==================== fetch_queue_ctrl
### Placement by cell class, fetch_queue_ctrl

Scale bar: 50 um.
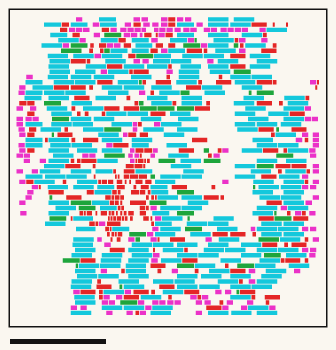
### I/O nets highlighted, fetch_queue_ctrl

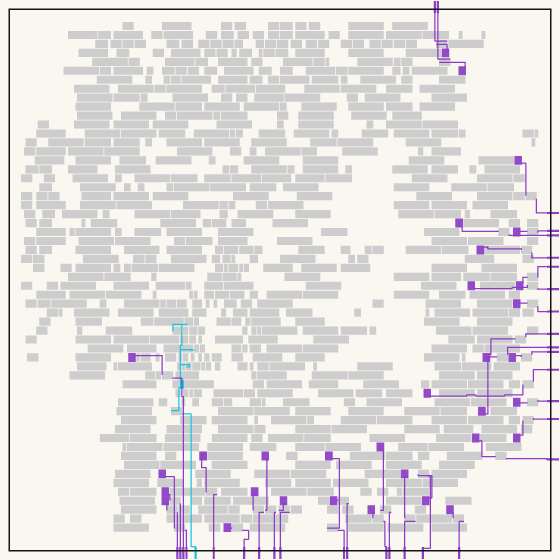
### Cell sizes after repair, fetch_queue_ctrl

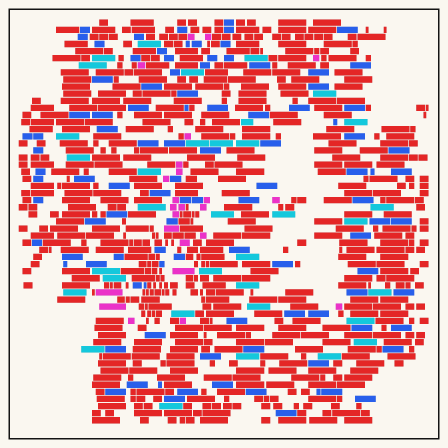
File: src/rtl/mips_pkg.sv
// rtl/mips_pkg.sv - shared widths, constants and fetch-entry type for the fetch path
package mips_pkg;

    localparam int INSTR_W = 32;
    localparam int PC_STEP = 4;
    localparam logic [INSTR_W-1:0] NOP_INSTR = 32'h0000_0000;

    // One prefetch queue slot: the instruction together with the address it came from.
    typedef struct packed {
        logic [INSTR_W-1:0] pc;
        logic [INSTR_W-1:0] instr;
    } fetch_entry_t;

endpackage

File: src/rtl/fetch_fifo.sv
// rtl/fetch_fifo.sv - synchronous FIFO with flush, used as the prefetch queue
module fetch_fifo #(
    parameter int DATA_W = 64,
    parameter int DEPTH  = 4,
    localparam int PTR_W = (DEPTH > 1) ? $clog2(DEPTH) : 1,
    localparam int CNT_W = $clog2(DEPTH + 1)
) (
    input  logic              clk,
    input  logic              rst,
    input  logic              flush,
    input  logic              push,
    input  logic              pop,
    input  logic [DATA_W-1:0] wdata,
    output logic [DATA_W-1:0] rdata,
    output logic [CNT_W-1:0]  count,
    output logic              full
);

    logic [DATA_W-1:0] mem [DEPTH];
    logic [PTR_W-1:0]  wr_ptr;
    logic [PTR_W-1:0]  rd_ptr;
    logic              empty;
    logic              do_push;
    logic              do_pop;

    assign empty = (count == '0);
    assign full  = (count == CNT_W'(DEPTH));

    // Flush wins over everything; a pop frees the slot a same-cycle push needs when full.
    assign do_pop  = pop & ~empty & ~flush;
    assign do_push = push & (~full | do_pop) & ~flush;

    assign rdata = mem[rd_ptr];

    // Pointer and occupancy bookkeeping; DEPTH is a power of two so pointers wrap naturally.
    always_ff @(posedge clk or posedge rst) begin
        if (rst) begin
            wr_ptr <= '0;
            rd_ptr <= '0;
            count  <= '0;
        end else if (flush) begin
            wr_ptr <= '0;
            rd_ptr <= '0;
            count  <= '0;
        end else begin
            if (do_push) begin
                wr_ptr <= wr_ptr + 1'b1;
            end
            if (do_pop) begin
                rd_ptr <= rd_ptr + 1'b1;
            end
            case ({do_push, do_pop})
                2'b10:   count <= count + 1'b1;
                2'b01:   count <= count - 1'b1;
                default: count <= count;
            endcase
        end
    end

    // Entry storage; contents need no reset because count gates every read.
    always_ff @(posedge clk) begin
        if (do_push) begin
            mem[wr_ptr] <= wdata;
        end
    end

endmodule

File: src/rtl/fetch_queue_ctrl.sv
// rtl/fetch_queue_ctrl.sv - PC sequencing, range check and redirect handling around the prefetch queue
module fetch_queue_ctrl
    import mips_pkg::*;
#(
    parameter int               WIDTH      = 32,
    parameter int               QDEPTH     = 4,
    parameter int               IMEM_WORDS = 100,
    parameter logic [WIDTH-1:0] RESET_PC   = '0
) (
    input  logic             clk,
    input  logic             rst,
    output logic [WIDTH-1:0] imem_addr,
    input  logic [WIDTH-1:0] imem_rd,
    input  logic             redirect_valid,
    input  logic [WIDTH-1:0] redirect_pc,
    output logic             ins_valid,
    output logic [WIDTH-1:0] ins_data,
    output logic [WIDTH-1:0] ins_pc,
    input  logic             ins_ready,
    output logic             fetch_halted
);

    localparam int ENTRY_W = 2 * WIDTH;
    localparam int CNT_W   = $clog2(QDEPTH + 1);

    logic [WIDTH-1:0]   pc;
    logic               in_range;
    logic               pop;
    logic               push;
    logic [ENTRY_W-1:0] head;
    logic [CNT_W-1:0]   count;
    logic               q_full;
    logic               unused_low_bits;

    // The low two redirect bits are dropped: fetch is always word aligned.
    assign unused_low_bits = ^redirect_pc[1:0];

    assign imem_addr    = pc;
    assign in_range     = (pc >> 2) < WIDTH'(IMEM_WORDS);
    assign fetch_halted = ~in_range;

    // A redirect discards the queue, so the head it would have consumed is not popped.
    assign pop  = ins_valid & ins_ready;
    assign push = in_range & (~q_full | pop) & ~redirect_valid;

    // Program counter: redirect beats sequential advance; holds while stalled or halted.
    always_ff @(posedge clk or posedge rst) begin
        if (rst) begin
            pc <= RESET_PC;
        end else if (redirect_valid) begin
            pc <= {redirect_pc[WIDTH-1:2], 2'b00};
        end else if (push) begin
            pc <= pc + WIDTH'(PC_STEP);
        end
    end

    fetch_fifo #(
        .DATA_W (ENTRY_W),
        .DEPTH  (QDEPTH)
    ) u_fifo (
        .clk   (clk),
        .rst   (rst),
        .flush (redirect_valid),
        .push  (push),
        .pop   (pop & ~redirect_valid),
        .wdata ({pc, imem_rd}),
        .rdata (head),
        .count (count),
        .full  (q_full)
    );

    // Head presentation; stale storage is masked to zeros whenever the queue is empty.
    always_comb begin
        ins_valid = (count != '0);
        ins_pc    = '0;
        ins_data  = WIDTH'(NOP_INSTR);
        if (ins_valid) begin
            ins_pc   = head[ENTRY_W-1:WIDTH];
            ins_data = head[WIDTH-1:0];
        end
    end

endmodule

File: config.mk
export PLATFORM = sky130hd
export DESIGN_NAME = fetch_queue_ctrl
export DESIGN_NICKNAME = d
export VERILOG_FILES = /design/src/rtl/mips_pkg.sv /design/src/rtl/fetch_fifo.sv /design/src/rtl/fetch_queue_ctrl.sv
export SDC_FILE = /design/constraint.sdc
export NUM_CORES = 1
export LEC_CHECK = 0
export CAP_MARGIN = 25
export CORE_MARGIN = 3
export CORE_UTILIZATION = 45
export CTS_CLUSTER_SIZE = 16
export DETAILED_ROUTE_END_ITERATION = 8
export GPL_ROUTABILITY_DRIVEN = 0
export PLACE_DENSITY = 0.71
export SYNTH_ARGS = -nofsm -noshare
export SYNTH_HDL_FRONTEND = slang
export SYNTH_SLANG_ARGS = --single-unit
File: constraint.sdc
create_clock -name clk -period 7.3 [get_ports clk]
set_clock_uncertainty 0.2 [all_clocks]
set_input_delay 0.73 -clock clk [delete_from_list [all_inputs] [get_ports clk]]
set_output_delay 0.73 -clock clk [all_outputs]
set_load 0.01 [all_outputs]
==> metrics.yaml <==
outcome:
  status: "finished, final reports clean"
sta:
  tightest_slew_ns: 0.982
  fin_setup_tns_ns: 0
  grt_setup_unrepaired: "no"
  fin_crit_ns: 4.26
  setup_viol_count_final: 0
worst_setup_path:
  r2r_end: "u_fifo.count[2]"
  path_cells: "buf_4, mux4_2, and2_1, clkdlybuf4s50_1"
  cp-startpoint: "u_fifo.rd_ptr[0]"
  cp.required_ns: 6.37
  crit_family: "buffers and inverters"
  crit_type: "register to primary output"
  endpoint_kind: "primary output"
  start_kind: "register"
  arrival_ns: 3.33
yosys:
  synthFlopType: "edfxtp_1"
  ys_area_mm2: 0.0112
  synth_flop_count: 285
  top_cells_by_area: "edfxtp_1, mux4_2, dfrtp_1"
  yosys-mux-area-fraction: 0.150
  ys_async_sr_fraction: 0.130
  netlist_top_cells_count: "edfxtp_1, and2_1, mux4_2"
  edf_count: 248
  ys_cells: 563
global_routing:
  top_usage_layer: "met2"
  overflow: 0
  grt_max_degree: 64
floorplanning:
  fp.dieH_um: 164
  std_cell_rows: 57
job:
  warnings: 31
drt:
  route.met2.wl_um: 11900
  routed.top_layer: "met4"
clock_tree:
  post_cts_buffers: 0
  tritoncts: "built"
power:
  clkPwrFrac: 0.427
  ir_drop_v: 0.000160
min_path:
  hold_path_class: "register to register"
Notes on 'Placement by cell class' of fetch_queue_ctrl above:
[all other logic] red | cells: 248 | share of their area: 20%
[other buffers and delay cells] magenta | cells: 172 | share of their area: 12%
[clock drivers and dummy loads] green | cells: 52 | share of their area: 7.0%
[flip-flops] cyan | cells: 285 | share of their area: 61%

Notes on 'I/O nets highlighted' of fetch_queue_ctrl above:
[fetch_halted] cyan | direction: output | end cells: 1 | buffers: 1 | wire: 90.3 um
[ins_data] purple | direction: output | end cells: 32 | buffers: 32 | wire: 686 um

Notes on 'Cell sizes after repair' of fetch_queue_ctrl above:
[drive 3 to 4] magenta | cells: 24 | share: 3.2% | most used: buf_4
[drive 6 and up] cyan | cells: 34 | share: 4.5% | most used: clkbuf_16
[drive 2] blue | cells: 102 | share: 13% | most used: mux4_2
[drive 1 or less] red | cells: 597 | share: 79% | most used: edfxtp_1
number of non-clock buffers: 172
fin worst setup slack: 3.04 ns

-- stage by stage --
stage	area [um^2]	power [mW]	instances	utilization	hold WS, ns
finish	14200	3.41	1082	0.581	0.378
global route	14200	3.53	1082	0.581	0.416
CTS	14200	3.45	1081	0.581	0.381
detailed placement	13200	1.99	1029	0.541	0.362
global placement	13200	1.98	1029	0.541	0.343
floorplan	11200	1.89	566	-	0.338
-- cell type report --
type / instances / share of cell area
antenna: 1 / 0.000177
clock buffer: 32 / 0.0527
clock inverter: 20 / 0.0150
inverter: 6 / 0.00159
multi-input combinational: 242 / 0.191
sequential: 285 / 0.592
tap: 324 / 0.0286
timing repair buffer: 172 / 0.119
-- power by group through the flow --
stage	Sequential, mW	Clock [mW]	Combinational (mW)
after floorplan	1.86	0	0.0313
after global placement	1.86	0	0.119
after detailed placement	1.87	0	0.123
after CTS	1.83	1.49	0.124
after global routing	1.84	1.56	0.131
final	1.83	1.46	0.122

==================== idli_uart_m
### I/O nets highlighted, idli_uart_m

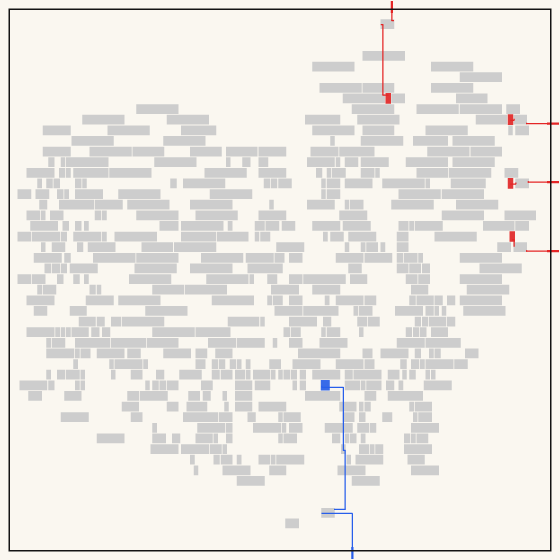
### Wire density map, idli_uart_m

Scale bar: 50 um. 28 x 28 tiles, from dark purple (low) to yellow (high), scaled to the fullest tile. Values are wire area over tile area, all layers added.
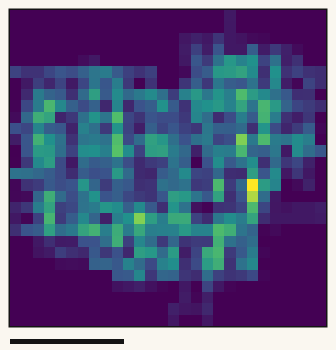
### Placement by cell class, idli_uart_m

Scale bar: 50 um.
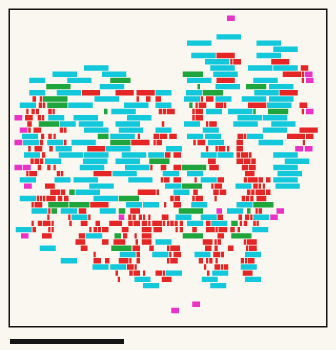
==> config.mk <==
export PLATFORM = sky130hd
export DESIGN_NAME = idli_uart_m
export DESIGN_NICKNAME = d
export VERILOG_FILES = /design/src/rtl/idli_pkg.sv /design/src/rtl/idli_uart_fifo_m.sv /design/src/rtl/idli_uart_m.sv
export SDC_FILE = /design/constraint.sdc
export NUM_CORES = 1
export LEC_CHECK = 0
export CAP_MARGIN = 20
export CORE_MARGIN = 1.5
export CORE_UTILIZATION = 30
export DETAILED_ROUTE_END_ITERATION = 8
export PLACE_DENSITY = 0.54
export SLEW_MARGIN = 20
export SYNTH_ARGS = -nofsm -noshare
export SYNTH_HDL_FRONTEND = slang
export SYNTH_SLANG_ARGS = --single-unit
==> constraint.sdc <==
create_clock -name i_uart_gck -period 5.95 [get_ports i_uart_gck]
set_input_delay 0.8925 -clock i_uart_gck [delete_from_list [all_inputs] [get_ports i_uart_gck]]
set_output_delay 0.8925 -clock i_uart_gck [all_outputs]
set_load 0.005 [all_outputs]
==> src/rtl/idli_pkg.sv <==
`default_nettype none
// ============================================================================
// idli_pkg
// Shared types for the idli UART peer: FSM state encodings and byte type.
// Revision: 1.0
// ============================================================================
package idli_pkg;

    typedef enum logic [1:0] {
        TX_IDLE  = 2'd0,
        TX_START = 2'd1,
        TX_DATA  = 2'd2,
        TX_STOP  = 2'd3
    } uart_tx_state_t;

    typedef enum logic [1:0] {
        RX_IDLE  = 2'd0,
        RX_START = 2'd1,
        RX_DATA  = 2'd2,
        RX_STOP  = 2'd3
    } uart_rx_state_t;

    typedef logic [7:0] uart_byte_t;

    localparam int unsigned UART_DATA_BITS = 8;

endpackage
`default_nettype wire

==> src/rtl/idli_uart_fifo_m.sv <==
`default_nettype none
// ============================================================================
// idli_uart_fifo_m
// Byte FIFO with registered pointers; head is read combinationally.
// Revision: 1.0
// ============================================================================
module idli_uart_fifo_m
    import idli_pkg::*;
#(
    parameter int DEPTH = 4
) (
    input  logic       clk,
    input  logic       rst_n,
    input  logic       push,
    input  uart_byte_t push_data,
    input  logic       pop,
    output uart_byte_t pop_data,
    output logic       full,
    output logic       empty
);

    localparam int AW = $clog2(DEPTH);

    uart_byte_t    mem [DEPTH];
    logic [AW:0]   wr_ptr;
    logic [AW:0]   rd_ptr;
    logic          do_push;
    logic          do_pop;

    // Pointers carry one extra wrap bit so full and empty are distinguishable.
    assign empty    = (wr_ptr == rd_ptr);
    assign full     = (wr_ptr[AW] != rd_ptr[AW]) && (wr_ptr[AW-1:0] == rd_ptr[AW-1:0]);
    assign do_pop   = pop && !empty;
    assign do_push  = push && (!full || do_pop);
    assign pop_data = mem[rd_ptr[AW-1:0]];

    always_ff @(posedge clk) begin
        if (!rst_n) begin
            wr_ptr <= '0;
            rd_ptr <= '0;
        end else begin
            if (do_push) wr_ptr <= wr_ptr + (AW+1)'(1);
            if (do_pop)  rd_ptr <= rd_ptr + (AW+1)'(1);
        end
    end

    always_ff @(posedge clk) begin
        if (do_push) mem[wr_ptr[AW-1:0]] <= push_data;
    end

endmodule
`default_nettype wire

==> src/rtl/idli_uart_m.sv <==
`default_nettype none
// ============================================================================
// idli_uart_m
// Nibble-wide UART peer for the EX unit: nibble->byte TX path, byte->nibble RX path, 8N1 serial.
// Revision: 1.0
// ============================================================================
module idli_uart_m
    import idli_pkg::*;
#(
    parameter int CLKS_PER_BIT = 16,
    parameter int FIFO_DEPTH   = 4
) (
    input  logic       i_uart_gck,
    input  logic       i_uart_rst_n,
    input  logic [3:0] i_uart_tx_data,
    input  logic       i_uart_tx_vld,
    output logic [3:0] o_uart_rx_data,
    output logic       o_uart_rx_vld,
    input  logic       i_uart_rx_acp,
    output logic       o_uart_tx,
    input  logic       i_uart_rx,
    output logic       o_uart_tx_ovf,
    output logic       o_uart_rx_ovf,
    output logic       o_uart_rx_ferr
);

    localparam int               CNT_W     = $clog2(CLKS_PER_BIT);
    localparam logic [CNT_W-1:0] BIT_LAST  = CNT_W'(CLKS_PER_BIT - 1);
    localparam logic [CNT_W-1:0] HALF_LAST = CNT_W'(CLKS_PER_BIT / 2 - 1);
    localparam logic [2:0]       LAST_BIT  = 3'(UART_DATA_BITS - 1);

    // ------------------------------------------------------------------------
    // TX nibble assembly
    // ------------------------------------------------------------------------
    logic       tx_phase;
    logic [3:0] tx_lo;
    logic       asm_vld;
    uart_byte_t asm_byte;

    always_ff @(posedge i_uart_gck) begin
        if (!i_uart_rst_n) begin
            tx_phase <= 1'b0;
            tx_lo    <= '0;
            asm_vld  <= 1'b0;
            asm_byte <= '0;
        end else begin
            asm_vld <= 1'b0;
            if (i_uart_tx_vld) begin
                tx_phase <= ~tx_phase;
                if (!tx_phase) begin
                    tx_lo <= i_uart_tx_data;
                end else begin
                    asm_vld  <= 1'b1;
                    asm_byte <= {i_uart_tx_data, tx_lo};
                end
            end
        end
    end

    logic       tx_pop;
    logic       tx_full;
    logic       tx_empty;
    uart_byte_t tx_head;

    idli_uart_fifo_m #(
        .DEPTH (FIFO_DEPTH)
    ) u_tx_fifo (
        .clk       (i_uart_gck),
        .rst_n     (i_uart_rst_n),
        .push      (asm_vld),
        .push_data (asm_byte),
        .pop       (tx_pop),
        .pop_data  (tx_head),
        .full      (tx_full),
        .empty     (tx_empty)
    );

    // ------------------------------------------------------------------------
    // TX serialiser
    // ------------------------------------------------------------------------
    uart_tx_state_t   tx_state;
    uart_tx_state_t   tx_state_nxt;
    logic [CNT_W-1:0] tx_cnt;
    logic [2:0]       tx_bit;
    uart_byte_t       tx_shift;
    logic             tx_tick;
    logic             tx_line_nxt;

    assign tx_tick = (tx_cnt == BIT_LAST);

    always_ff @(posedge i_uart_gck) begin
        if (!i_uart_rst_n) tx_state <= TX_IDLE;
        else               tx_state <= tx_state_nxt;
    end

    always_comb begin
        tx_state_nxt = tx_state;
        tx_pop       = 1'b0;
        unique case (tx_state)
            TX_IDLE: begin
                if (!tx_empty) begin
                    tx_pop       = 1'b1;
                    tx_state_nxt = TX_START;
                end
            end
            TX_START: if (tx_tick) tx_state_nxt = TX_DATA;
            TX_DATA:  if (tx_tick && tx_bit == LAST_BIT) tx_state_nxt = TX_STOP;
            TX_STOP: begin
                // Chain straight into the next frame when a byte is waiting.
                if (tx_tick) begin
                    if (!tx_empty) begin
                        tx_pop       = 1'b1;
                        tx_state_nxt = TX_START;
                    end else begin
                        tx_state_nxt = TX_IDLE;
                    end
                end
            end
            default: tx_state_nxt = TX_IDLE;
        endcase
    end

    always_comb begin
        tx_line_nxt = o_uart_tx;
        unique case (tx_state)
            TX_IDLE:  tx_line_nxt = !tx_pop;
            TX_START: if (tx_tick) tx_line_nxt = tx_shift[0];
            TX_DATA:  if (tx_tick) tx_line_nxt = (tx_bit == LAST_BIT) ? 1'b1 : tx_shift[1];
            TX_STOP:  if (tx_tick) tx_line_nxt = !tx_pop;
            default:  tx_line_nxt = 1'b1;
        endcase
    end

    always_ff @(posedge i_uart_gck) begin
        if (!i_uart_rst_n) begin
            tx_cnt    <= '0;
            tx_bit    <= '0;
            tx_shift  <= '0;
            o_uart_tx <= 1'b1;
        end else begin
            o_uart_tx <= tx_line_nxt;
            tx_cnt    <= (tx_state == TX_IDLE || tx_tick) ? '0 : tx_cnt + CNT_W'(1);
            if (tx_state != TX_DATA) tx_bit <= '0;
            else if (tx_tick)        tx_bit <= tx_bit + 3'd1;
            if (tx_pop)                             tx_shift <= tx_head;
            else if (tx_state == TX_DATA && tx_tick) tx_shift <= tx_shift >> 1;
        end
    end

    // ------------------------------------------------------------------------
    // RX synchroniser and deserialiser
    // ------------------------------------------------------------------------
    logic [1:0]       rx_sync;
    logic             rx_s;
    uart_rx_state_t   rx_state;
    uart_rx_state_t   rx_state_nxt;
    logic [CNT_W-1:0] rx_cnt;
    logic [2:0]       rx_bit;
    uart_byte_t       rx_shift;
    logic             rx_half_tick;
    logic             rx_full_tick;
    logic             rx_push;
    logic             rx_ferr_set;

    assign rx_s         = rx_sync[1];
    assign rx_half_tick = (rx_cnt == HALF_LAST);
    assign rx_full_tick = (rx_cnt == BIT_LAST);

    always_ff @(posedge i_uart_gck) begin
        if (!i_uart_rst_n) rx_sync <= 2'b11;
        else               rx_sync <= {rx_sync[0], i_uart_rx};
    end

    always_ff @(posedge i_uart_gck) begin
        if (!i_uart_rst_n) rx_state <= RX_IDLE;
        else               rx_state <= rx_state_nxt;
    end

    always_comb begin
        rx_state_nxt = rx_state;
        unique case (rx_state)
            RX_IDLE:  if (!rx_s) rx_state_nxt = RX_START;
            // A start bit that has gone high again by mid-bit is treated as noise.
            RX_START: if (rx_half_tick) rx_state_nxt = rx_s ? RX_IDLE : RX_DATA;
            RX_DATA:  if (rx_full_tick && rx_bit == LAST_BIT) rx_state_nxt = RX_STOP;
            RX_STOP:  if (rx_full_tick) rx_state_nxt = RX_IDLE;
            default:  rx_state_nxt = RX_IDLE;
        endcase
    end

    always_comb begin
        rx_push     = (rx_state == RX_STOP) && rx_full_tick && rx_s;
        rx_ferr_set = (rx_state == RX_STOP) && rx_full_tick && !rx_s;
    end

    always_ff @(posedge i_uart_gck) begin
        if (!i_uart_rst_n) begin
            rx_cnt   <= '0;
            rx_bit   <= '0;
            rx_shift <= '0;
        end else begin
            if (rx_state == RX_IDLE || (rx_state == RX_START && rx_half_tick) || rx_full_tick)
                rx_cnt <= '0;
            else
                rx_cnt <= rx_cnt + CNT_W'(1);
            if (rx_state != RX_DATA) rx_bit <= '0;
            else if (rx_full_tick)   rx_bit <= rx_bit + 3'd1;
            if (rx_state == RX_DATA && rx_full_tick)
                rx_shift <= {rx_s, rx_shift[7:1]};
        end
    end

    // ------------------------------------------------------------------------
    // RX FIFO and nibble presentation
    // ------------------------------------------------------------------------
    logic       rx_pop;
    logic       rx_full;
    logic       rx_empty;
    uart_byte_t rx_head;
    logic       rx_phase;

    idli_uart_fifo_m #(
        .DEPTH (FIFO_DEPTH)
    ) u_rx_fifo (
        .clk       (i_uart_gck),
        .rst_n     (i_uart_rst_n),
        .push      (rx_push),
        .push_data (rx_shift),
        .pop       (rx_pop),
        .pop_data  (rx_head),
        .full      (rx_full),
        .empty     (rx_empty)
    );

    assign rx_pop         = i_uart_rx_acp && !rx_empty && rx_phase;
    assign o_uart_rx_vld  = !rx_empty;
    assign o_uart_rx_data = rx_empty ? 4'h0 : (rx_phase ? rx_head[7:4] : rx_head[3:0]);

    always_ff @(posedge i_uart_gck) begin
        if (!i_uart_rst_n)                     rx_phase <= 1'b0;
        else if (i_uart_rx_acp && !rx_empty)   rx_phase <= ~rx_phase;
    end

    // ------------------------------------------------------------------------
    // Sticky error flags
    // ------------------------------------------------------------------------
    always_ff @(posedge i_uart_gck) begin
        if (!i_uart_rst_n) begin
            o_uart_tx_ovf  <= 1'b0;
            o_uart_rx_ovf  <= 1'b0;
            o_uart_rx_ferr <= 1'b0;
        end else begin
            if (asm_vld && tx_full && !tx_pop) o_uart_tx_ovf  <= 1'b1;
            if (rx_push && rx_full && !rx_pop) o_uart_rx_ovf  <= 1'b1;
            if (rx_ferr_set)                   o_uart_rx_ferr <= 1'b1;
        end
    end

endmodule
`default_nettype wire
==> metrics.yaml <==
outcome:
  status: "finished, final reports clean"
global_routing:
  grt_max_degree: 46
  grt_pass1_vias: 3288
yosys:
  netlist_area_mm2: 0.00549
  ys_types: 46
  ys_area_mm2: 0.00549
  yosysWarnings: 0
  top_logic_kind: "multiplexers"
  syn_avg_cell_area_um2: 12.7
  edf_count: 64
  ys_cells: 431
  synth_top_cell_by_area: "edfxtp_1"
sta:
  finalClockPeriodUsage: 0.545
  fin_crit_ns: 3.24
  fin_setup_tns_ns: 0
  slew_headroom: 0.379
  slew_violations: 0
final_layout:
  area_growth_pct: 18.7
  layout_top_cells: "dfxtp_1, edfxtp_1, nor2_1, mux2i_1, nand2_1"
  drive_gt1_frac: 0.112
  nets: 480
  final_layout_top_logic_cell: "dfxtp_1"
power:
  power.leakage_nw: 2.36
  powerClk_mw: 1.09
  p_comb_mw: 0.213
  power_frac_comb: 0.091
  p_per_area_mw_per_mm2: 361
  clkPwrFrac: 0.464
clock_tree:
  cts_buffers: 17
  ctsHtreeMaxLevel: 4
  worstSkewPairLatency_ns: 0.42
  clock_path_buffers: 2
floorplanning:
  std_cell_rows: 49
  io_pins: 18
  fp.dieH_um: 138
worst_setup_path:
  crit_family: "multiplexers"
  arrival_ns: 2.35
  start_kind: "register"
  crit_fanout: 8
  slowest_stage: "dfxtp_1"
drt:
  drt-initial-drc-count: 139
  vias_per_cell: 4.66
  route.met2.wl_um: 4650
  drc_errors: 0
placed_design:
  place_area_mm2: 0.00589
Notes on 'I/O nets highlighted' of idli_uart_m above:
[i_uart_rx] blue | direction: input | end cells: 1 | buffers: 1 | wire: 57.2 um
[o_uart_rx_data] red | direction: output | end cells: 4 | buffers: 4 | wire: 43.9 um

Notes on 'Wire density map' of idli_uart_m above:
fullest tile: 0.40
tiles over half the peak: 9.7%
mean over tiles: 0.077
emptiest ninth of the die: lower right
nearly empty tiles: 36%
GRT Util Overall: 0.108
aggregate routed wire length: 9570 um
Vias: 3,227

Notes on 'Placement by cell class' of idli_uart_m above:
[all other logic] red | cells: 277 | share of their area: 33%
[other buffers and delay cells] magenta | cells: 19 | share of their area: 3.0%
[clock drivers and dummy loads] green | cells: 32 | share of their area: 10%
[flip-flops] cyan | cells: 135 | share of their area: 54%
Finished Core Util: 0.362
flop share of the area: 0.514
Core Box Area: 0.0180 mm^2

-- cells in the mapped netlist, drive strengths merged, types with 2 or more instances --
cell    number
a211oi       7
a21oi       18
a22o         2
and2         3
and3         5
buf          7
clkbuf      12
dfxtp       71
edfxtp      64
ha          21
inv         14
mux2i       32
mux4        16
nand2       27
nand2b       7
nand3       22
nand4        3
nor2        51
nor3         2
nor3b        2
o21ai        6
o221a        2
or3          3
xnor2        6
xor2        12
-- path summary, 6_finish.rpt --
path	from	end	cells after the start	slack (ns)
worst min-delay path	rx_sync[0]	rx_sync[1]	1	0.41
worst min register to register	rx_sync[0]	rx_sync[1]	1	0.41
worst max register to register	tx_state[0]	u_tx_fifo.mem[2][1]	6	3.57
worst max-delay path	register	o_uart_rx_data[0]	4	2.71
-- per-layer routing --
metal  vias to the layer above  GRT usage
li1                       1603          -
met1                      1569      0.122
met2                        40      0.184
met3                        15     0.0336
met4                         0     0.0532
met5                         -          0
-- area by class of cell --
type	count	area, um^2
Inverter	14	52.6
Tap cell	229	287
Clock buffer	20	447
Fill cell	1711	11500
Sequential cell	135	3340
Timing Repair Buffer	19	185
Multi-Input combinational cell	263	2020
Clock inverter	12	176

==================== branch_resolution_unit
File: src/rtl/branch_resolution_unit.sv
// EX-stage branch resolution: matches each resolving instruction against the
// in-order queue of fetch predictions, updates the predictor and flushes on a miss.
module branch_resolution_unit #(
  parameter int DEPTH = 8,
  parameter int PTR_W = 3,
  parameter int CNT_W = 16
) (
  input  logic              clk,
  input  logic              rst,
  input  logic              pred_push,
  input  logic [31:0]       pred_pc,
  input  logic              pred_hit,
  input  logic              pred_taken,
  input  logic [31:0]       pred_target,
  output logic              pred_ready,
  input  logic              ex_valid,
  input  logic [31:0]       ex_pc,
  input  logic              ex_is_branch,
  input  logic              ex_taken,
  input  logic [31:0]       ex_target,
  output logic              resolve_valid,
  output logic [31:0]       resolve_pc,
  output logic              resolve_taken,
  output logic [31:0]       resolve_target,
  output logic              resolve_is_branch,
  output logic              was_predicted_taken,
  output logic              flush,
  output logic [31:0]       redirect_pc,
  output logic [PTR_W:0]    queue_count,
  output logic [CNT_W-1:0]  branch_count,
  output logic [CNT_W-1:0]  mispredict_count,
  output logic              overflow,
  output logic              sync_error
);

  localparam logic [PTR_W:0] FULL_CNT = (PTR_W+1)'(DEPTH);

  function automatic logic [CNT_W-1:0] sat_inc(input logic [CNT_W-1:0] v);
    return (&v) ? v : v + CNT_W'(1);
  endfunction

  logic [31:0]      pc_mem     [DEPTH];
  logic             hit_mem    [DEPTH];
  logic             taken_mem  [DEPTH];
  logic [31:0]      target_mem [DEPTH];

  logic [PTR_W-1:0] rd_ptr, wr_ptr;
  logic [PTR_W:0]   count;

  logic [31:0] head_pc, head_target, pred_next, act_next;
  logic        head_hit, head_taken, queue_empty, sync_fault;
  logic        ex_act, flush_now, push_ok, pop_ok;

  logic              vld_p1, taken_p1, is_branch_p1, wpt_p1, flush_p1;
  logic [31:0]       pc_p1, target_p1, redirect_p1;
  logic [CNT_W-1:0]  branch_cnt_p1, mispredict_cnt_p1;
  logic              overflow_q, sync_error_q;

  // Stage 0: head lookup and next-PC comparison
  always_comb begin
    head_pc     = pc_mem[rd_ptr];
    head_hit    = hit_mem[rd_ptr];
    head_taken  = taken_mem[rd_ptr];
    head_target = target_mem[rd_ptr];
    queue_empty = (count == '0);
    // A resolve arriving in the flush cycle belongs to the wrong path.
    ex_act      = ex_valid && !flush_p1;
    sync_fault  = queue_empty || (head_pc != ex_pc);
    if (sync_fault)
      pred_next = ex_pc + 32'd4;
    else if (head_hit && head_taken)
      pred_next = head_target;
    else
      pred_next = head_pc + 32'd4;
    act_next   = (ex_is_branch && ex_taken) ? ex_target : ex_pc + 32'd4;
    flush_now  = ex_act && (sync_fault || (pred_next != act_next));
    push_ok    = pred_push && pred_ready && !flush_now && !flush_p1;
    pop_ok     = ex_act && !queue_empty && !flush_now;
  end

  assign pred_ready = (count != FULL_CNT);

  always_ff @(posedge clk) begin
    if (push_ok) begin
      pc_mem[wr_ptr]     <= pred_pc;
      hit_mem[wr_ptr]    <= pred_hit;
      taken_mem[wr_ptr]  <= pred_taken;
      target_mem[wr_ptr] <= pred_target;
    end
  end

  always_ff @(posedge clk) begin
    if (rst) begin
      rd_ptr <= '0;
      wr_ptr <= '0;
      count  <= '0;
    end else if (flush_now) begin
      rd_ptr <= '0;
      wr_ptr <= '0;
      count  <= '0;
    end else begin
      if (push_ok) wr_ptr <= wr_ptr + PTR_W'(1);
      if (pop_ok)  rd_ptr <= rd_ptr + PTR_W'(1);
      case ({push_ok, pop_ok})
        2'b10:   count <= count + (PTR_W+1)'(1);
        2'b01:   count <= count - (PTR_W+1)'(1);
        default: count <= count;
      endcase
    end
  end

  // Stage 1: registered resolve, flush and statistics
  always_ff @(posedge clk) begin
    if (rst) begin
      vld_p1            <= 1'b0;
      pc_p1             <= '0;
      taken_p1          <= 1'b0;
      target_p1         <= '0;
      is_branch_p1      <= 1'b0;
      wpt_p1            <= 1'b0;
      flush_p1          <= 1'b0;
      redirect_p1       <= '0;
      branch_cnt_p1     <= '0;
      mispredict_cnt_p1 <= '0;
      overflow_q        <= 1'b0;
      sync_error_q      <= 1'b0;
    end else begin
      vld_p1   <= ex_act;
      flush_p1 <= flush_now;
      if (ex_act) begin
        pc_p1        <= ex_pc;
        taken_p1     <= ex_is_branch && ex_taken;
        target_p1    <= ex_target;
        is_branch_p1 <= ex_is_branch;
        wpt_p1       <= !sync_fault && head_hit && head_taken;
        redirect_p1  <= act_next;
      end
      if (ex_act && ex_is_branch) branch_cnt_p1     <= sat_inc(branch_cnt_p1);
      if (flush_now)              mispredict_cnt_p1 <= sat_inc(mispredict_cnt_p1);
      if (pred_push && !pred_ready) overflow_q      <= 1'b1;
      if (ex_act && sync_fault)     sync_error_q    <= 1'b1;
    end
  end

  assign resolve_valid       = vld_p1;
  assign resolve_pc          = pc_p1;
  assign resolve_taken       = taken_p1;
  assign resolve_target      = target_p1;
  assign resolve_is_branch   = is_branch_p1;
  assign was_predicted_taken = wpt_p1;
  assign flush               = flush_p1;
  assign redirect_pc         = redirect_p1;
  assign queue_count         = count;
  assign branch_count        = branch_cnt_p1;
  assign mispredict_count    = mispredict_cnt_p1;
  assign overflow            = overflow_q;
  assign sync_error          = sync_error_q;

endmodule

File: config.mk
export PLATFORM = sky130hd
export DESIGN_NAME = branch_resolution_unit
export DESIGN_NICKNAME = d
export VERILOG_FILES = /design/src/rtl/branch_resolution_unit.sv
export SDC_FILE = /design/constraint.sdc
export NUM_CORES = 1
export LEC_CHECK = 0
export CAP_MARGIN = 10
export CORE_MARGIN = 3
export CORE_UTILIZATION = 55
export DETAILED_ROUTE_END_ITERATION = 16
export PLACE_DENSITY = 0.74
export SLEW_MARGIN = 0
export SYNTH_ARGS = -nofsm -noshare
export SYNTH_HDL_FRONTEND = slang
export SYNTH_SLANG_ARGS = --single-unit
File: constraint.sdc
create_clock -name clk -period 19.1 [get_ports clk]
set_input_delay 5.73 -clock clk [delete_from_list [all_inputs] [get_ports clk]]
set_output_delay 5.73 -clock clk [all_outputs]
set_load 0.01 [all_outputs]
==> metrics.yaml <==
global_routing:
  overflow: 0
  track_usage: 0.287
  grt_pass1_wl_um: 123000
floorplanning:
  die_w_um: 239
  fp.dieH_um: 239
  fp.coreArea_mm2: 0.0531
power:
  ir_drop_v: 0.0000879
  power_frac_comb: 0.075
  p_comb_mw: 0.244
  p_sw_mw: 0.716
  maxPowerGroup: "sequential cells"
  powerClk_mw: 1.38
yosys:
  fp_nets: 2349
  ys_cells: 2204
  most_common_cell: "edfxtp_1"
placed_design:
  dp_slack_ns: 7.29
clock_tree:
  tritoncts: "built"
  numClockSinks: 676
  worstSkewPairLatency_ns: 0.62
  cts_hold_buf: 0
outcome:
  status: "finished, final reports clean"
min_path:
  hp-start: "resolve_target[14]"
  hold_path_class: "register to register"
sta:
  fin_ws_ns: 7.79
  fin_crit_ns: 11.31
  whs_ns: 0.451
drt:
  route.met2.wl_um: 38200
  drt-initial-drc-count: 1935
  drt-met1-wl_um: 33300
worst_setup_path:
  reg2reg_slack_ns: 10.34
  arrival_ns: 11.54
final_layout:
  reg_top3: "pc_mem x256, target_mem x256"
job:
  warnings: 30
## worst max-delay path, cell delays in order
cell and delay (ns):
clkdlybuf4s50_1 0.68, nand4_1 0.28, or3_1 0.45, nor3_1 0.36, xor2_1 0.54, o21ai_0 0.16
o21ai_0 0.21, o41ai_1 0.10, or4b_1 0.49, nor4_1 0.30, and4_1 0.24, buf_4 0.33
nor2_4 0.18, nor4_4 0.32, buf_4 0.52, buf_4 0.58
## kinds of logic after synthesis
group           share of synthesized area
flops                               0.632
simple gates                        0.107
compound gates                     0.0779
mux                                 0.116
buf+inv                            0.0257
xor+xnor                           0.0371
fa+ha+maj                         0.00378
## cell type report
type	count	area [um^2]	share of cell area
Antenna cell	3	7.51	0.000212
Tap cell	688	861	0.0243
Timing Repair Buffer	312	3030	0.0855
Clock inverter	40	513	0.0145
Sequential cell	676	18800	0.532
Inverter	23	86.3	0.00244
Clock buffer	83	1820	0.0514
Multi-Input combinational cell	1373	10300	0.290
## routing by layer
metal | GRT usage | vias to the layer above
met5 | 0 | -
met4 | 0.123 | 4
met3 | 0.0602 | 203
met2 | 0.455 | 1021
met1 | 0.390 | 9845
li1 | - | 8908
### Cell sizes after repair, branch_resolution_unit

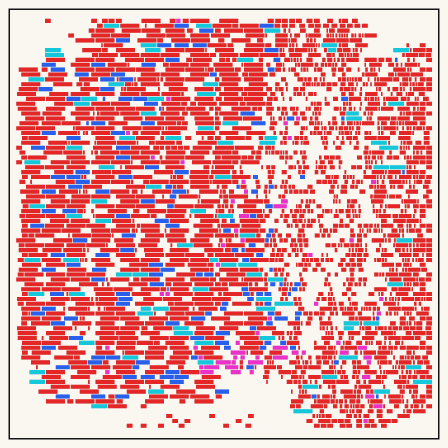
[drive 2] blue | cells: 161 | share: 6.4% | most used: mux4_2
[drive 3 to 4] magenta | cells: 59 | share: 2.4% | most used: buf_4
[drive 6 and up] cyan | cells: 87 | share: 3.5% | most used: clkbuf_16
[drive 1 or less] red | cells: 2,200 | share: 88% | most used: edfxtp_1


==================== memory_unit
### Cell sizes after repair, memory_unit

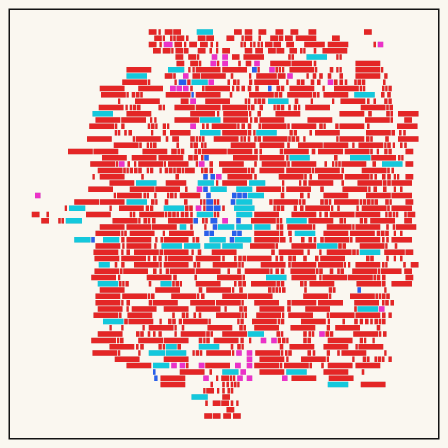
### I/O nets highlighted, memory_unit

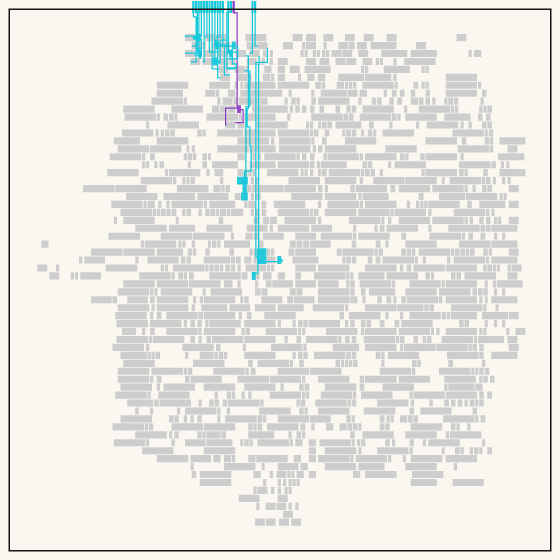
$ cat src/rtl/memory_unit.sv
// rtl/memory_unit.sv - parametrised data memory with zero-fill, registered read, range check
// Optional write-first same-address bypass when MEM_BYPASS_EN is defined (read-first otherwise).
module memory_unit #(
  parameter int DATA_W = 16,
  parameter int ADDR_W = 16,
  parameter int DEPTH  = 16
) (
  input  logic              Clock,
  input  logic              Reset,
  input  logic              Write_Enable,
  input  logic [ADDR_W-1:0] Write_Address,
  input  logic [DATA_W-1:0] Write_Data,
  input  logic              Read_Enable,
  input  logic [ADDR_W-1:0] Read_Address,
  output logic [DATA_W-1:0] Read_Data,
  output logic              Read_Valid,
  output logic              Busy,
  output logic              Error
);

  localparam int IDX_W = (DEPTH > 1) ? $clog2(DEPTH) : 1;
  localparam logic [ADDR_W:0]  DEPTH_L = (ADDR_W + 1)'(DEPTH);
  localparam logic [IDX_W-1:0] LAST_IDX = IDX_W'(DEPTH - 1);

  localparam logic [0:0] ST_CLEAR = 1'b0;
  localparam logic [0:0] ST_IDLE  = 1'b1;

  logic [0:0]        state;
  logic [IDX_W-1:0]  clr_idx;
  logic [DATA_W-1:0] mem [0:DEPTH-1];

  logic              idle;
  logic              wr_in_range;
  logic              rd_in_range;
  logic              wr_ok;
  logic              wr_bad;
  logic              rd_req;
  logic              rd_bad;
  logic [IDX_W-1:0]  wr_idx;
  logic [IDX_W-1:0]  rd_idx;
  logic [DATA_W-1:0] rd_word;

  assign idle        = (state == ST_IDLE);
  assign Busy        = (state == ST_CLEAR);
  // Full-width compare so aliased high address bits are caught as out of range.
  assign wr_in_range = ({1'b0, Write_Address} < DEPTH_L);
  assign rd_in_range = ({1'b0, Read_Address} < DEPTH_L);
  assign wr_idx      = Write_Address[IDX_W-1:0];
  assign rd_idx      = Read_Address[IDX_W-1:0];
  assign wr_ok       = idle && Write_Enable && wr_in_range;
  assign wr_bad      = idle && Write_Enable && !wr_in_range;
  assign rd_req      = idle && Read_Enable;
  assign rd_bad      = rd_req && !rd_in_range;

  always_comb begin
    rd_word = mem[rd_idx];
`ifdef MEM_BYPASS_EN
    if (wr_ok && (wr_idx == rd_idx)) begin
      rd_word = Write_Data;
    end
`endif
  end

  always_ff @(posedge Clock or posedge Reset) begin
    if (Reset) begin
      state      <= ST_CLEAR;
      clr_idx    <= '0;
      Read_Data  <= '0;
      Read_Valid <= 1'b0;
      Error      <= 1'b0;
    end else begin
      Read_Valid <= 1'b0;
      Error      <= 1'b0;
      case (state)
        ST_CLEAR: begin
          if (clr_idx == LAST_IDX) begin
            state   <= ST_IDLE;
            clr_idx <= '0;
          end else begin
            clr_idx <= clr_idx + 1'b1;
          end
        end
        default: begin
          Read_Valid <= rd_req;
          Error      <= wr_bad || rd_bad;
          if (rd_req) begin
            Read_Data <= rd_in_range ? rd_word : '0;
          end
        end
      endcase
    end
  end

  // Storage has no reset; the fill sequence owns the write port while busy.
  always_ff @(posedge Clock) begin
    if (Busy) begin
      mem[clr_idx] <= '0;
    end else if (wr_ok) begin
      mem[wr_idx] <= Write_Data;
    end
  end

endmodule
$ cat config.mk
export PLATFORM = sky130hd
export DESIGN_NAME = memory_unit
export DESIGN_NICKNAME = d
export VERILOG_FILES = /design/src/rtl/memory_unit.sv
export SDC_FILE = /design/constraint.sdc
export NUM_CORES = 1
export LEC_CHECK = 0
export ABC_AREA = 1
export CAP_MARGIN = 5
export CORE_MARGIN = 8
export CORE_UTILIZATION = 40
export CTS_CLUSTER_SIZE = 25
export DETAILED_ROUTE_END_ITERATION = 12
export HOLD_SLACK_MARGIN = 0.12
export PLACE_DENSITY = 0.65
export SKIP_CTS_REPAIR_TIMING = 1
export SLEW_MARGIN = 10
export SYNTH_ARGS = -nofsm -noshare
export SYNTH_HDL_FRONTEND = slang
export SYNTH_SLANG_ARGS = --single-unit
$ cat constraint.sdc
create_clock -name Clock -period 2.7 [get_ports Clock]
set_clock_uncertainty 0.2 [all_clocks]
set_input_delay 0.54 -clock Clock [delete_from_list [all_inputs] [get_ports Clock]]
set_output_delay 0.54 -clock Clock [all_outputs]
set_load 0.005 [all_outputs]
==> metrics.yaml <==
outcome:
  status: "finished, final reports clean"
min_path:
  hold_path_class: "input port to asynchronous set/reset pin"
power:
  powerClk_mw: 3.60
  internal-power_mw: 6.86
  p_comb_mw: 0.408
  ir_drop_v: 0.000423
  maxPowerGroup: "sequential cells"
final_layout:
  nClkBuffers: 43
  nets: 1164
  layoutNonFillerInstCount: 1517
sta:
  grt_setup_unrepaired: "no"
worst_setup_path:
  reg2reg_slack_ns: 0.66
  path_cells: "buf_4, inv_1, clkdlybuf4s50_1"
  start_kind: "register"
yosys:
  top_cells_by_area: "edfxtp_1, nand2_1, nand3_1"
global_routing:
  grt_antenna_before_repair: 0
clock_tree:
  cts_buffers: 29
## Picture notes: 'Cell sizes after repair' of memory_unit
[drive 1 or less] red | cells: 1,003 | share: 89% | most used: nand2_1
[drive 2] blue | cells: 29 | share: 2.6% | most used: nor2_2
[drive 3 to 4] magenta | cells: 41 | share: 3.6% | most used: buf_4
[drive 6 and up] cyan | cells: 60 | share: 5.3% | most used: clkbuf_16

## Picture notes: 'I/O nets highlighted' of memory_unit
[Write_Enable] purple | direction: input | end cells: 1 | buffers: 1 | wire: 52.4 um
[Write_Address] cyan | direction: input | end cells: 14 | buffers: 16 | wire: 608 um
buffers added on ports: 70
Ports: 71

-- metal layers --
| layer | global-route usage | share of wire |
|---|---|---|
| met3 | 0.0175 | 0.050 |
| met2 | 0.294 | 0.50 |
| met1 | 0.229 | 0.42 |
| met5 | 0 | 0 |
| met4 | 0.0675 | 0.036 |
-- critical path: cells and delay by family (launching register included) --
kind                   cells  cell delay, ns
buffers and inverters      3            0.92
flip-flops                 1            0.38
-- logic make-up after synthesis --
logic type / Yosys count
simple gates: 613
flops: 279
buf+inv: 93
compound gates: 14
xor+xnor: 1
fa+ha+maj: 1
-- stage by stage --
step	utilization	setup slack, ns	hold WS [ns]
after global routing	0.495	0.0715	0.201
after floorplan	-	0.0723	0.272
after detailed placement	0.465	-0.0851	0.265
after global placement	0.465	-0.0557	0.262
after CTS	0.495	0.112	0.159
final	0.495	0.122	0.155
-- how the worst max path moves through the flow --
stage                       to  slack (ns)               from  cells after the start
floorplan            mem[0][0]        0.07  Write_Address[12]                      8
global placement    mem[11][5]       -0.06  Write_Address[12]                     10
detailed placement  mem[11][7]       -0.09  Write_Address[12]                     10
CTS                       Busy        0.11               idle                      3
global route              Busy        0.07               idle                      3
finish                    Busy        0.12               idle                      3

==================== instr_fetch_unit
===== config.mk =====
export PLATFORM = sky130hd
export DESIGN_NAME = instr_fetch_unit
export DESIGN_NICKNAME = d
export VERILOG_FILES = /design/src/rtl/fetch_pkg.sv /design/src/rtl/fetch_fifo.sv /design/src/rtl/instr_fetch_unit.sv
export SDC_FILE = /design/constraint.sdc
export NUM_CORES = 1
export LEC_CHECK = 0
export CAP_MARGIN = 5
export CORE_UTILIZATION = 52
export CTS_CLUSTER_SIZE = 14
export DETAILED_ROUTE_END_ITERATION = 6
export GPL_ROUTABILITY_DRIVEN = 0
export PLACE_DENSITY = 0.85
export SKIP_CTS_REPAIR_TIMING = 1
export SYNTH_ARGS = -nofsm -noshare
export SYNTH_HDL_FRONTEND = slang
export SYNTH_HIERARCHICAL = 1
export SYNTH_SLANG_ARGS = --single-unit

===== constraint.sdc =====
create_clock -name clk -period 8.6 [get_ports clk]
set_clock_uncertainty 0.1 [all_clocks]
set_input_delay 2.15 -clock clk [delete_from_list [all_inputs] [get_ports clk]]
set_output_delay 2.15 -clock clk [all_outputs]
set_load 0.05 [all_outputs]

===== src/rtl/fetch_pkg.sv =====
// rtl/fetch_pkg.sv - shared types and constants for the instruction fetch unit
package fetch_pkg;

  typedef enum logic [1:0] {
    ST_IDLE     = 2'd0,
    ST_WAIT_RSP = 2'd1,
    ST_DRAIN    = 2'd2
  } fetch_state_e;

  localparam logic [31:0] PC_INC = 32'd4;

  typedef struct packed {
    logic [31:0] pc;
    logic [31:0] data;
  } fetch_entry_t;

endpackage


===== src/rtl/fetch_fifo.sv =====
// rtl/fetch_fifo.sv - instruction buffer: circular FIFO of {pc, data} entries
// Flush wins over a same-cycle push or pop; push on a full buffer is allowed only alongside a pop.
module fetch_fifo
  import fetch_pkg::*;
#(
  parameter  int DEPTH = 2,
  localparam int PTR_W = (DEPTH > 1) ? $clog2(DEPTH) : 1,
  localparam int CNT_W = $clog2(DEPTH + 1)
) (
  input  logic             clk,
  input  logic             reset,
  input  logic             push,
  input  fetch_entry_t     push_entry,
  input  logic             pop,
  input  logic             flush,
  output fetch_entry_t     head,
  output logic [CNT_W-1:0] count
);

  fetch_entry_t     entries [DEPTH];
  logic [PTR_W-1:0] rd_ptr;
  logic [PTR_W-1:0] wr_ptr;
  logic             do_push;
  logic             do_pop;

  function automatic logic [PTR_W-1:0] ptr_next(input logic [PTR_W-1:0] p);
    return (p == PTR_W'(DEPTH - 1)) ? '0 : p + PTR_W'(1);
  endfunction

  assign do_pop  = pop && (count != '0);
  assign do_push = push && ((count != CNT_W'(DEPTH)) || do_pop);

  always_ff @(posedge clk or posedge reset) begin
    if (reset) begin
      rd_ptr <= '0;
      wr_ptr <= '0;
      count  <= '0;
    end else if (flush) begin
      rd_ptr <= '0;
      wr_ptr <= '0;
      count  <= '0;
    end else begin
      if (do_push) wr_ptr <= ptr_next(wr_ptr);
      if (do_pop)  rd_ptr <= ptr_next(rd_ptr);
      count <= count + CNT_W'(do_push) - CNT_W'(do_pop);
    end
  end

  // Storage needs no reset: count gates every read of it.
  always_ff @(posedge clk) begin
    if (do_push && !flush) entries[wr_ptr] <= push_entry;
  end

  assign head = entries[rd_ptr];

endmodule


===== src/rtl/instr_fetch_unit.sv =====
// rtl/instr_fetch_unit.sv - single-outstanding instruction fetch FSM feeding a decode buffer
// Define FETCH_MISALIGN_CHECK_EN to add fetch_fault for misaligned redirect targets.
module instr_fetch_unit
  import fetch_pkg::*;
#(
  parameter logic [31:0] RESET_PC = 32'h0000_0000,
  parameter int          DEPTH    = 2
) (
  input  logic        clk,
  input  logic        reset,
  output logic        mem_req_valid,
  input  logic        mem_req_ready,
  output logic [31:0] mem_req_addr,
  input  logic        mem_rsp_valid,
  input  logic [31:0] mem_rsp_data,
  input  logic        redirect_valid,
  input  logic [31:0] redirect_pc,
  output logic        instr_valid,
  input  logic        instr_ready,
  output logic [31:0] instr_data,
  output logic [31:0] instr_pc
`ifdef FETCH_MISALIGN_CHECK_EN
  ,
  output logic        fetch_fault
`endif
);

  localparam int CNT_W = $clog2(DEPTH + 1);

  fetch_state_e     state;
  logic [31:0]      fetch_pc;
  logic [31:0]      pending_pc;
  logic [31:0]      redirect_target;
  logic             hold;
  logic             req_fire;
  logic             push;
  logic             pop;
  logic [CNT_W-1:0] count;
  fetch_entry_t     head;
  fetch_entry_t     push_entry;

`ifdef FETCH_MISALIGN_CHECK_EN
  assign redirect_target = redirect_pc;
  assign hold            = fetch_fault;

  always_ff @(posedge clk or posedge reset) begin
    if (reset)               fetch_fault <= 1'b0;
    else if (redirect_valid) fetch_fault <= (redirect_pc[1:0] != 2'b00);
  end
`else
  assign redirect_target = redirect_pc & 32'hFFFF_FFFC;
  assign hold            = 1'b0;
`endif

  // Reset gating keeps the request low while reset is held, not just after the first edge.
  assign mem_req_valid = !reset && (state == ST_IDLE) && (count < CNT_W'(DEPTH)) &&
                         !redirect_valid && !hold;
  assign mem_req_addr  = fetch_pc;
  assign req_fire      = mem_req_valid && mem_req_ready;

  assign push       = (state == ST_WAIT_RSP) && mem_rsp_valid && !redirect_valid;
  assign pop        = instr_valid && instr_ready && !redirect_valid;
  assign push_entry = '{pc: pending_pc, data: mem_rsp_data};

  fetch_fifo #(.DEPTH(DEPTH)) u_fifo (
    .clk        (clk),
    .reset      (reset),
    .push       (push),
    .push_entry (push_entry),
    .pop        (pop),
    .flush      (redirect_valid),
    .head       (head),
    .count      (count)
  );

  assign instr_valid = (count != '0);
  assign instr_data  = instr_valid ? head.data : 32'h0;
  assign instr_pc    = instr_valid ? head.pc   : 32'h0;

  always_ff @(posedge clk or posedge reset) begin
    if (reset) begin
      state      <= ST_IDLE;
      fetch_pc   <= RESET_PC;
      pending_pc <= 32'h0;
    end else if (redirect_valid) begin
      fetch_pc <= redirect_target;
      // A request still in flight must have its response swallowed in DRAIN.
      case (state)
        ST_IDLE: state <= req_fire ? ST_DRAIN : ST_IDLE;
        default: state <= mem_rsp_valid ? ST_IDLE : ST_DRAIN;
      endcase
    end else begin
      case (state)
        ST_IDLE: begin
          if (req_fire) begin
            pending_pc <= fetch_pc;
            fetch_pc   <= fetch_pc + PC_INC;
            state      <= ST_WAIT_RSP;
          end
        end
        default: begin
          if (mem_rsp_valid) state <= ST_IDLE;
        end
      endcase
    end
  end

endmodule


==> metrics.yaml <==
clock_tree:
  ctsHtreeMaxLevel: 4
  cts_buffers: 17
  numClockSinks: 194
yosys:
  xor_area_frac: 0.00614
  yosysWarnings: 6
  ys_async_sr_fraction: 0.340
  top_logic_kind: "simple AND/OR/NAND/NOR gates"
power:
  power_frac_comb: 0.117
placed_design:
  place_area_mm2: 0.0103
  dp_slack_ns: 1.95
worst_setup_path:
  slowest_stage: "clkdlybuf4s50_1"
  crit_cells: 5
  crit_family: "buffers and inverters"
  r2r_start: "u_fifo/count[1]"
outcome:
  status: "finished, final reports clean"
min_path:
  hp-start: "pending_pc[27]"
final_layout:
  diodes: 0
  seq_cells: 194
==> metal layers <==
metal / wire length (um) / track usage / part of all wire / up-vias
met2: 8780 / 0.363 / 0.46 / 348
met1: 7950 / 0.298 / 0.42 / 2844
met4: 334 / 0.0787 / 0.018 / 0
li1: - / - / - / 2740
met5: 0 / 0 / 0 / -
met3: 1940 / 0.0693 / 0.10 / 38
==> stage by stage <==
stage               std cells   util  hold WS (ns)
global route             1051  0.683         0.383
detailed placement       1019  0.646         0.359
floorplan                 667      -         0.342
global placement         1019  0.646         0.347
finish                   1051  0.683         0.373
CTS                      1051  0.683         0.376
==> cell usage after synthesis (all sizes together), types with 7 or more instances <==
cell,instances
clkbuf,18
inv,10
buf,16
o211ai,8
o311ai,9
nor4,7
nand2,109
nand4,15
nor2,16
a22oi,7
or4,13
mux2,66
o21ai,14
edfxtp,128
nand3,17
and2,71
a31oi,9
dfrtp,66
nor3,9
==> flip-flops by register name, summed over array words and instances (netlist names) <==
signal / cells
pending_pc: 30
state: 2
u_fifo/entries: 128
mem_req_addr: 30
u_fifo/count: 2
u_fifo/wr_ptr: 1
u_fifo/rd_ptr: 1
### Routing congestion, instr_fetch_unit

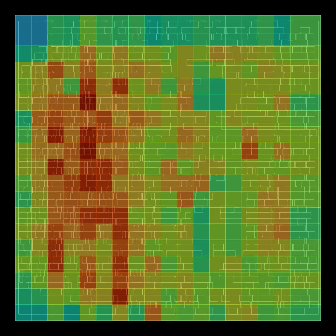
GRT busiest layer: met2
GR Util met1: 0.298

### Wire density map, instr_fetch_unit

Scale bar: 50 um. 26 x 26 tiles, from dark purple (low) to yellow (high), scaled to the fullest tile. Values are wire area over tile area, all layers added.
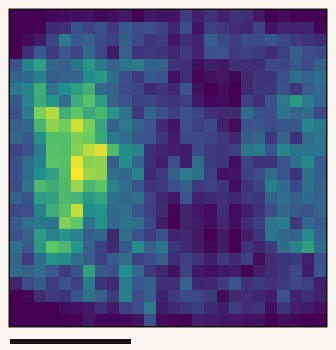
fullest tile: 0.72
nearly empty tiles: 6.4%
tiles over half the peak: 11%



==> notes/layouts.md <==
Pictures saved along the way, in no particular order.

Wire density map.
shot_01.png
Scale bar: 50 um. 33 x 33 tiles, from dark purple (low) to yellow (high), scaled to the fullest tile. Values are wire area over tile area, all layers added.
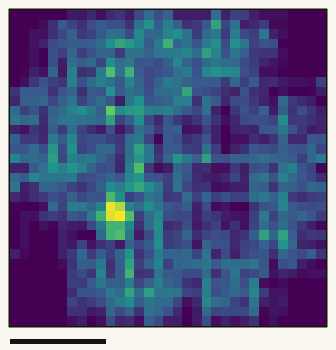
shot_02.png
Scale bar: 50 um. 24 x 24 tiles, from dark purple (low) to yellow (high), scaled to the fullest tile. Values are wire area over tile area, all layers added.
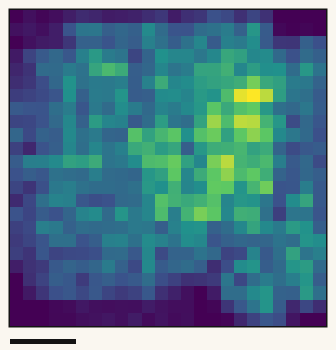
shot_03.png
Scale bar: 50 um. 37 x 37 tiles, from dark purple (low) to yellow (high), scaled to the fullest tile. Values are wire area over tile area, all layers added.
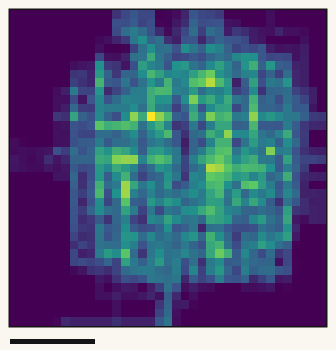
shot_02.png -> branch_resolution_unit
shot_01.png -> fetch_queue_ctrl
shot_03.png -> memory_unit

Key to shot_01.png:
nearly empty tiles: 14%
mean over tiles: 0.13
tiles over half the peak: 4.2%
densest ninth of the die: top center

Power and IR drop assume default switching activity.
